==================== design 1
==> design_1/port_nets.png <==
The bar under the picture is 50 um long.
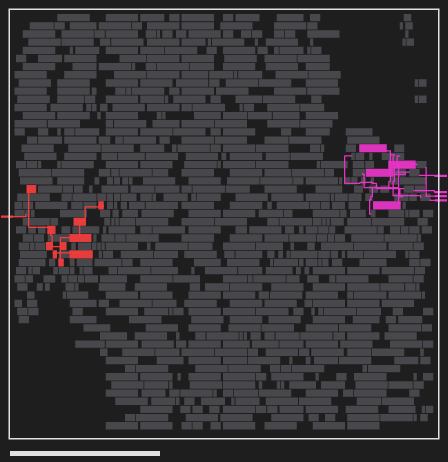

--- src/rtl/serial_mailbox.sv ---
// serial_mailbox: buffered serial I/O between the CPU serial handshake and the external link.
// Ports: Clock/Reset; link RX (LinkRxValid/LinkRxData); link TX (LinkTxValid/LinkTxReady/LinkTxData);
//        CPU side (SerialRead/SerialValid/SerialDataIn, SerialSend/SerialDataOut); TxFull, RxCount,
//        TxCount, ClearFlags and the packed Status word.

// mbox_fifo: first-word-fall-through FIFO with occupancy count.
// Latency: a word pushed at edge N is at the head after edge N; head is 0 when empty.
// Backpressure: a push while full is dropped (push_drop) unless a pop happens the same cycle.
module mbox_fifo #(
   parameter int DATA_W = 16,
   parameter int DEPTH  = 8,
   parameter int CNT_W  = 4
) (
   input  logic              clk,
   input  logic              rst,
   input  logic              push,
   input  logic [DATA_W-1:0] push_dat,
   input  logic              pop,
   output logic [DATA_W-1:0] head_dat,
   output logic [CNT_W-1:0]  cnt,
   output logic              empty,
   output logic              push_drop
);
   localparam int PTR_W = CNT_W - 1;

   logic [DATA_W-1:0] mem_q [DEPTH];
   logic [DATA_W-1:0] mem_d [DEPTH];
   logic [PTR_W-1:0]  wr_ptr_q, wr_ptr_d;
   logic [PTR_W-1:0]  rd_ptr_q, rd_ptr_d;
   logic [CNT_W-1:0]  cnt_q, cnt_d;
   logic              full;
   logic              do_push;
   logic              do_pop;

   assign empty    = (cnt_q == '0);
   assign full     = (cnt_q == CNT_W'(DEPTH));
   assign cnt      = cnt_q;
   assign head_dat = empty ? '0 : mem_q[rd_ptr_q];

   // A full FIFO still takes a push when the head leaves in the same cycle:
   // the write lands in the slot being vacated.
   assign do_pop    = pop & ~empty;
   assign do_push   = push & (~full | do_pop);
   assign push_drop = push & ~do_push;

   always_comb begin
      mem_d    = mem_q;
      wr_ptr_d = wr_ptr_q;
      rd_ptr_d = rd_ptr_q;
      cnt_d    = cnt_q;
      if (do_push) begin
         mem_d[wr_ptr_q] = push_dat;
         wr_ptr_d        = wr_ptr_q + PTR_W'(1);
      end
      if (do_pop) begin
         rd_ptr_d = rd_ptr_q + PTR_W'(1);
      end
      case ({do_push, do_pop})
         2'b10:   cnt_d = cnt_q + CNT_W'(1);
         2'b01:   cnt_d = cnt_q - CNT_W'(1);
         default: cnt_d = cnt_q;
      endcase
   end

   always_ff @(posedge clk or posedge rst) begin
      if (rst) begin
         wr_ptr_q <= '0;
         rd_ptr_q <= '0;
         cnt_q    <= '0;
      end else begin
         wr_ptr_q <= wr_ptr_d;
         rd_ptr_q <= rd_ptr_d;
         cnt_q    <= cnt_d;
      end
   end

   // Storage is not reset: stale entries are never visible because the head is masked when empty.
   always_ff @(posedge clk) begin
      mem_q <= mem_d;
   end
endmodule

// serial_mailbox: independent RX/TX FIFOs plus sticky error flags and a CPU-readable status word.
// Latency: one edge from push to head on either path; all outputs come from registered state.
// Backpressure: TX drains on LinkTxValid&LinkTxReady; RX has no link backpressure, overflow drops and flags.
module serial_mailbox #(
   parameter int DATA_W = 16,
   parameter int DEPTH  = 8,
   parameter int CNT_W  = 4
) (
   input  logic              Clock,
   input  logic              Reset,
   input  logic              LinkRxValid,
   input  logic [DATA_W-1:0] LinkRxData,
   input  logic              LinkTxReady,
   output logic              LinkTxValid,
   output logic [DATA_W-1:0] LinkTxData,
   input  logic              SerialRead,
   output logic              SerialValid,
   output logic [DATA_W-1:0] SerialDataIn,
   input  logic              SerialSend,
   input  logic [DATA_W-1:0] SerialDataOut,
   output logic              TxFull,
   output logic [CNT_W-1:0]  RxCount,
   output logic [CNT_W-1:0]  TxCount,
   input  logic              ClearFlags,
   output logic [15:0]       Status
);
   logic       rx_empty, tx_empty;
   logic       rx_drop, tx_drop;
   logic       tx_pop;
   logic       rx_ovf_q, rx_ovf_d;
   logic       rx_unf_q, rx_unf_d;
   logic       tx_ovf_q, tx_ovf_d;
   logic [7:0] rx_cnt8;

   mbox_fifo #(.DATA_W(DATA_W), .DEPTH(DEPTH), .CNT_W(CNT_W)) u_rx_fifo (
      .clk       (Clock),
      .rst       (Reset),
      .push      (LinkRxValid),
      .push_dat  (LinkRxData),
      .pop       (SerialRead),
      .head_dat  (SerialDataIn),
      .cnt       (RxCount),
      .empty     (rx_empty),
      .push_drop (rx_drop)
   );

   assign tx_pop = LinkTxValid & LinkTxReady;

   mbox_fifo #(.DATA_W(DATA_W), .DEPTH(DEPTH), .CNT_W(CNT_W)) u_tx_fifo (
      .clk       (Clock),
      .rst       (Reset),
      .push      (SerialSend),
      .push_dat  (SerialDataOut),
      .pop       (tx_pop),
      .head_dat  (LinkTxData),
      .cnt       (TxCount),
      .empty     (tx_empty),
      .push_drop (tx_drop)
   );

   assign SerialValid = ~rx_empty;
   assign LinkTxValid = ~tx_empty;
   assign TxFull      = (TxCount == CNT_W'(DEPTH));

   // Clear first, then OR in this cycle's event so a coincident event survives the clear.
   always_comb begin
      rx_ovf_d = (ClearFlags ? 1'b0 : rx_ovf_q) | rx_drop;
      rx_unf_d = (ClearFlags ? 1'b0 : rx_unf_q) | (SerialRead & rx_empty);
      tx_ovf_d = (ClearFlags ? 1'b0 : tx_ovf_q) | tx_drop;
   end

   always_ff @(posedge Clock or posedge Reset) begin
      if (Reset) begin
         rx_ovf_q <= 1'b0;
         rx_unf_q <= 1'b0;
         tx_ovf_q <= 1'b0;
      end else begin
         rx_ovf_q <= rx_ovf_d;
         rx_unf_q <= rx_unf_d;
         tx_ovf_q <= tx_ovf_d;
      end
   end

   // RxCount occupies an 8-bit field: zero-extend narrow counts, truncate wide ones.
   generate
      if (CNT_W >= 8) begin : g_cnt_trunc
         assign rx_cnt8 = RxCount[7:0];
      end else begin : g_cnt_ext
         assign rx_cnt8 = {{(8 - CNT_W){1'b0}}, RxCount};
      end
   endgenerate

   assign Status = {rx_cnt8, 3'b000, tx_ovf_q, rx_unf_q, rx_ovf_q, TxFull, SerialValid};
endmodule

--- config.mk ---
export PLATFORM = sky130hd
export DESIGN_NAME = serial_mailbox
export DESIGN_NICKNAME = d
export VERILOG_FILES = /design/src/rtl/serial_mailbox.sv
export SDC_FILE = /design/constraint.sdc
export NUM_CORES = 1
export LEC_CHECK = 0
export CAP_MARGIN = 20
export CORE_UTILIZATION = 57
export CTS_CLUSTER_DIAMETER = 200
export DETAILED_ROUTE_END_ITERATION = 10
export GPL_TIMING_DRIVEN = 0
export HOLD_SLACK_MARGIN = 0.03
export PLACE_DENSITY = 0.8
export SKIP_CTS_REPAIR_TIMING = 1
export SLEW_MARGIN = 15
export SYNTH_ARGS = -nofsm -noshare
export SYNTH_HDL_FRONTEND = slang
export SYNTH_SLANG_ARGS = --single-unit
--- constraint.sdc ---
create_clock -name Clock -period 3.8 [get_ports Clock]
set_clock_uncertainty 0.15 [all_clocks]
set_input_delay 0.57 -clock Clock [delete_from_list [all_inputs] [get_ports Clock]]
set_output_delay 0.57 -clock Clock [all_outputs]
set_load 0.02 [all_outputs]
==================== design 2
===== src/rtl/branch_cond_unit.sv =====
// Branch condition unit: holds the architectural NZCV flags, resolves conditional branches
// against them (with same-cycle flag forwarding) and drives the PC redirect and pipeline flush.
module branch_cond_unit #(
  parameter int unsigned N            = 16,
  parameter int unsigned FLUSH_CYCLES = 2
) (
  input  logic         clk,
  input  logic         rst,
  input  logic [3:0]   flags_in,
  input  logic         flags_we,
  input  logic         br_valid,
  output logic         br_ready,
  input  logic [3:0]   br_cond,
  input  logic [N-1:0] br_target,
  output logic         br_taken,
  output logic [N-1:0] br_pc,
  output logic         flush,
  output logic [3:0]   flags_q
);

  typedef enum logic [0:0] {StIdle, StFlush} state_e;

  state_e       r_state;
  state_e       w_state_next;
  logic [3:0]   r_cnt;
  logic [3:0]   w_cnt_next;
  logic [3:0]   r_flags;
  logic         r_taken;
  logic [N-1:0] r_pc;

  logic [3:0]   w_flags_eff;
  logic         w_n, w_z, w_c, w_v;
  logic         w_cond_true;
  logic         w_accept;
  logic         w_take;

  // A flag write in the same cycle as the branch is seen by the branch.
  assign w_flags_eff = flags_we ? flags_in : r_flags;
  assign w_n = w_flags_eff[3];
  assign w_z = w_flags_eff[2];
  assign w_c = w_flags_eff[1];
  assign w_v = w_flags_eff[0];

  always_comb begin
    w_cond_true = 1'b0;
    case (br_cond)
      4'b0000: w_cond_true = 1'b1;
      4'b0001: w_cond_true = w_z;
      4'b0010: w_cond_true = ~w_z;
      4'b0011: w_cond_true = ~w_z & (w_n == w_v);
      4'b0100: w_cond_true = (w_n != w_v);
      4'b0101: w_cond_true = (w_n == w_v);
      4'b0110: w_cond_true = w_z | (w_n != w_v);
      4'b0111: w_cond_true = w_c;
      4'b1000: w_cond_true = w_v;
      default: w_cond_true = 1'b0;
    endcase
  end

  assign br_ready = (r_state != StFlush);
  assign w_accept = br_valid & br_ready;
  assign w_take   = w_accept & w_cond_true;

  always_comb begin
    w_state_next = r_state;
    w_cnt_next   = r_cnt;
    unique case (r_state)
      StIdle: begin
        if (w_take) begin
          w_state_next = StFlush;
          w_cnt_next   = 4'(FLUSH_CYCLES - 1);
        end
      end
      StFlush: begin
        if (r_cnt == 4'd0) begin
          w_state_next = StIdle;
        end else begin
          w_cnt_next = r_cnt - 4'd1;
        end
      end
      default: w_state_next = StIdle;
    endcase
  end

  always_ff @(posedge clk or negedge rst) begin
    if (!rst) begin
      r_state <= StIdle;
      r_cnt   <= 4'd0;
    end else begin
      r_state <= w_state_next;
      r_cnt   <= w_cnt_next;
    end
  end

  // Flag writes arriving during a flush come from squashed instructions and are dropped.
  always_ff @(posedge clk or negedge rst) begin
    if (!rst) begin
      r_flags <= 4'b0000;
      r_taken <= 1'b0;
      r_pc    <= '0;
    end else begin
      if (flags_we && (r_state != StFlush)) begin
        r_flags <= flags_in;
      end
      r_taken <= w_take;
      if (w_take) begin
        r_pc <= br_target;
      end
    end
  end

  assign br_taken = r_taken;
  assign br_pc    = r_pc;
  assign flush    = (r_state == StFlush);
  assign flags_q  = r_flags;

endmodule


===== config.mk =====
export PLATFORM = sky130hd
export DESIGN_NAME = branch_cond_unit
export DESIGN_NICKNAME = d
export VERILOG_FILES = /design/src/rtl/branch_cond_unit.sv
export SDC_FILE = /design/constraint.sdc
export NUM_CORES = 1
export LEC_CHECK = 0
export CAP_MARGIN = 20
export CORE_ASPECT_RATIO = 0.8
export CORE_MARGIN = 1
export CORE_UTILIZATION = 38
export DETAILED_ROUTE_END_ITERATION = 7
export GPL_ROUTABILITY_DRIVEN = 0
export GPL_TIMING_DRIVEN = 0
export PLACE_DENSITY_LB_ADDON = 0.12
export SYNTH_ARGS = -nofsm -noshare
export SYNTH_HDL_FRONTEND = slang
export SYNTH_SLANG_ARGS = --single-unit

===== constraint.sdc =====
create_clock -name clk -period 1.7 [get_ports clk]
set_input_delay 0.34 -clock clk [delete_from_list [all_inputs] [get_ports clk]]
set_output_delay 0.34 -clock clk [all_outputs]
set_load 0.05 [all_outputs]

==> design_1/registers.png <==
The bar under the picture is 50 um long. Other sequential cells in the stronger grey, the rest of the logic in the fainter grey.
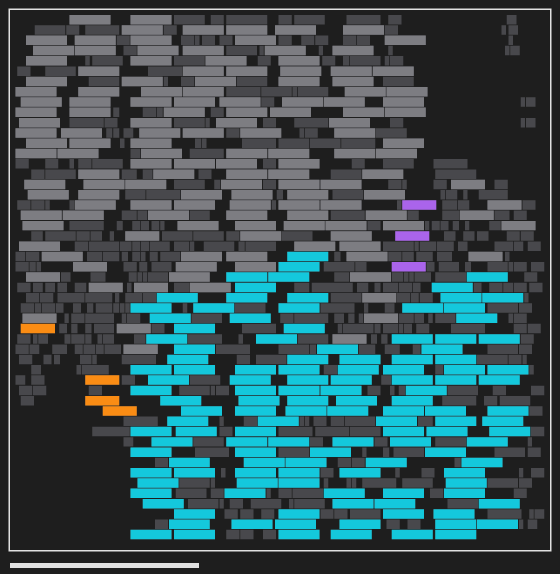
[cyan] u_tx_fifo.mem_q | flops: 128
[purple] u_tx_fifo.wr_ptr_q | flops: 3
[orange] u_rx_fifo.cnt | flops: 4
not coloured: 144

## Picture notes: design_1/port_nets.png
[red] SerialRead | bits: 1 | direction: input | end cells: 10 | wire: 77.6 um
[magenta] TxCount | bits: 4 | direction: output | end cells: 4 | wire: 175 um
PortBufs: 88
io pins: 98

==> changes_impl.md, design 1 <==
### Physical design

* Sequential power share at 0.373
* Post-Synthesis Cells at 565
* DRT antenna net count at 0
* CP Buf/Inv Count at 3
* Top cell excl fill/tap: edfxtp_1
* CTS sink cnt at 279
* RSZ-0062 raised after global routing: no
* Status: finished, final reports clean
* Combinational power at 0.00434 W
* Adder share at 0.0118
* Worst r2r src: u_rx_fifo.cnt[0]$_DFFE_PP0P_
* Post-Synth XOR/XNOR Area at 0.0117
* Core area at 19400 um^2
* Worst hold path type: input pin to asynchronous set/reset pin
* R2R Setup Slk at 830 ps
* Final net count at 760
* Global Route Usage Sum at 0.235
* Vias in the first global route at 6019
* AND/OR/NAND/NOR Cells, Area Fraction at 0.0400
design 1: routing by layer:
| metal | wire, um | GRT usage |
|---|---|---|
| met5 | 0 | 0 |
| met1 | 9150 | 0.321 |
| met3 | 1590 | 0.0399 |
| met4 | 397 | 0.0758 |
| met2 | 11500 | 0.389 |
design 1: area by class of cell:
class                           instances  area, um^2
Fill cell                            1207        5690
Inverter                                9        38.8
Tap cell                              265         332
Multi-Input combinational cell        240        2780
Antenna cell                            1        2.50
Clock buffer                           31         691
Buffer                                 43         278
Clock inverter                         17         159
Sequential cell                       279        8260
Timing Repair Buffer                  111        1170
==> design_2/final_congestion.png <==
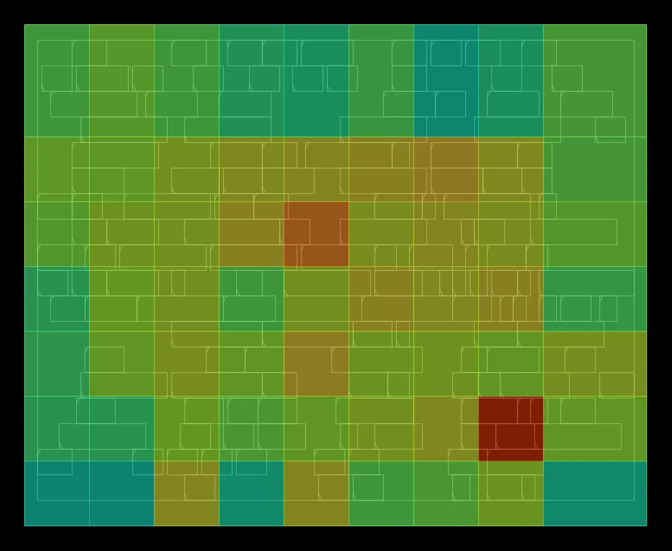
Global Route Usage Sum: 0.174
met3 GRT Util: 0.0539

==> design_2/registers.png <==
The bar under the picture is 20 um long. Other sequential cells in the stronger grey, the rest of the logic in the fainter grey.
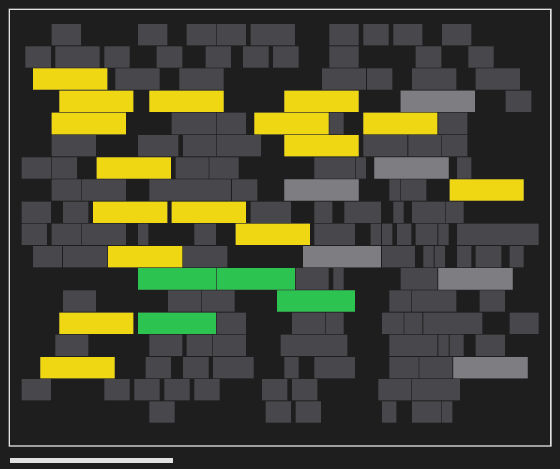
[yellow] br_pc | flops: 16
[green] flags_q | flops: 4
not coloured: 6

==> changes_impl.md, design 2 <==
### Physical design

* PnR worst setup slack at -249 ps
* Synth cell types at 27
* Clk pwr share at 0.094
* Remaining global-route overflow at 0
* Status: finished, violations left
* H-tree depth at 1
* Final Hold Vio Count at 0
* Post-Synth XOR/XNOR Area at 0.0140
* Failing checks: setup timing
* Mean post-synth cell area at 13.8 um^2
* CTS root buffer: clkbuf_8
* Final wirelength at 2.76 mm
* YS warnings at 0
* Most frequent cells in the layout: dlygate4sd2_1, dfrtp_1, clkdlybuf4s50_1, mux2_4
* Seq share, synth at 0.519
* AND/OR/NAND/NOR Cells, Area Fraction at 0.0819
* Worst reg-to-reg path cell count at 8
* Area delta synth->final at 58.5%
* Syn Std Cell Area at 1250 um^2
* Final setup fails at 21
* Hold slack at 466 ps
* Share of total power in combinational logic at 0.601
* Worst Hold End: flags_q[1]$_DFFE_PN0P_
* Yosys cell count at 91
* Final net count at 182
## design 2: cell type report
type	count	area, um^2
multi-input cells	58	618
inverters	4	18.8
clock buffers	4	45.0
repair buffers	57	559
fillers	254	1120
flip-flops and latches	26	657
plain buffers	3	37.5
well taps	40	50.0
## design 2: flip-flops by register name, indices dropped and copies added, names as in the netlist
signal    flops
br_taken      1
r_cnt         4
br_pc        16
flags_q       4
flush         1
## design 2: critical path, cell delays in order
cell,delay [ps]
clkdlybuf4s50_1,470
o41ai_2,340
a41oi_2,90
o22ai_4,290
buf_6,140
buf_8,110
mux2_4,300

## Gallery

Close-up of the layout.
panel A
The bar under the picture is 10 um long. Region (4, 1) to (29, 26) um. Cells in grey, sequential cells in the stronger grey; small squares are vias.
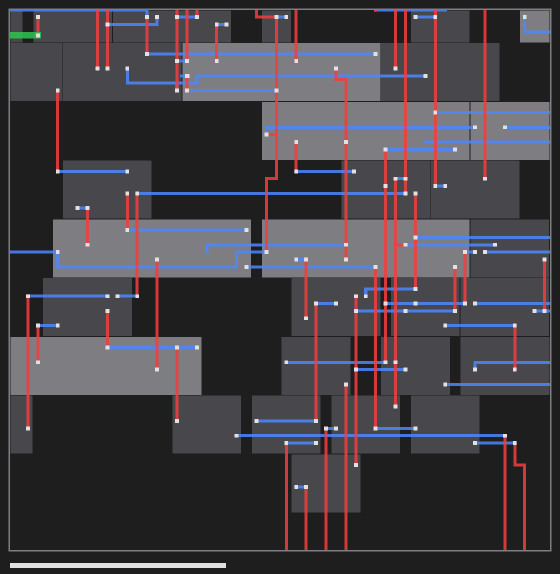
panel B
The bar under the picture is 10 um long. Region (23, 23) to (48, 48) um. Cells in grey, sequential cells in the stronger grey; small squares are vias.
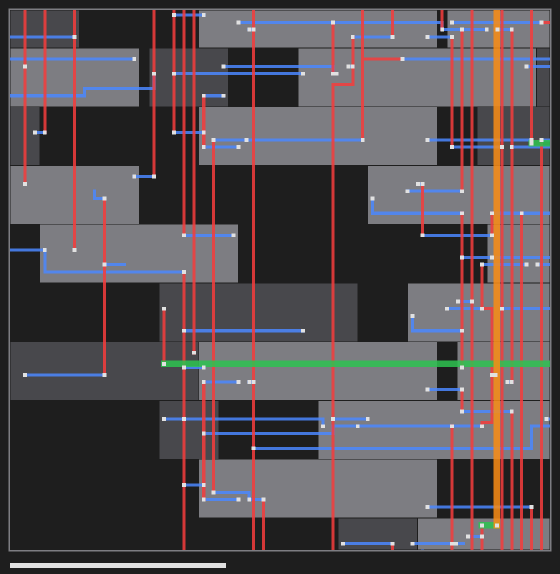
Panel B comes from design 1.
Panel A comes from design 2.
The one with the largest die is panel B.

Key to panel A:
[green] met3
[blue] met1
[red] met2
cells with their middle in the window: 28
netlist names of flops here include: br_pc (3), flags_q (2)
most frequent: dlygate4sd2_1 (6), mux2_2 (4), dfrtp_1 (3)
sequential cells in the window: 5



==> screenshots <==
Logic cells by family.
image #1
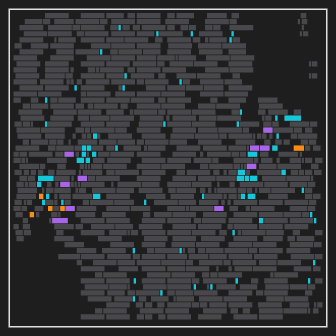
image #2
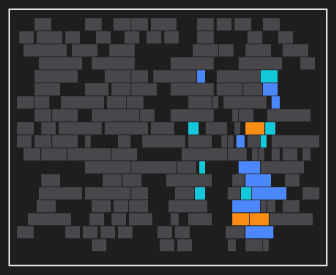
- design 2 = image #2
- design 1 = image #1
Of these, most cells: image #1

Power is estimated from default activity; no workload was simulated.
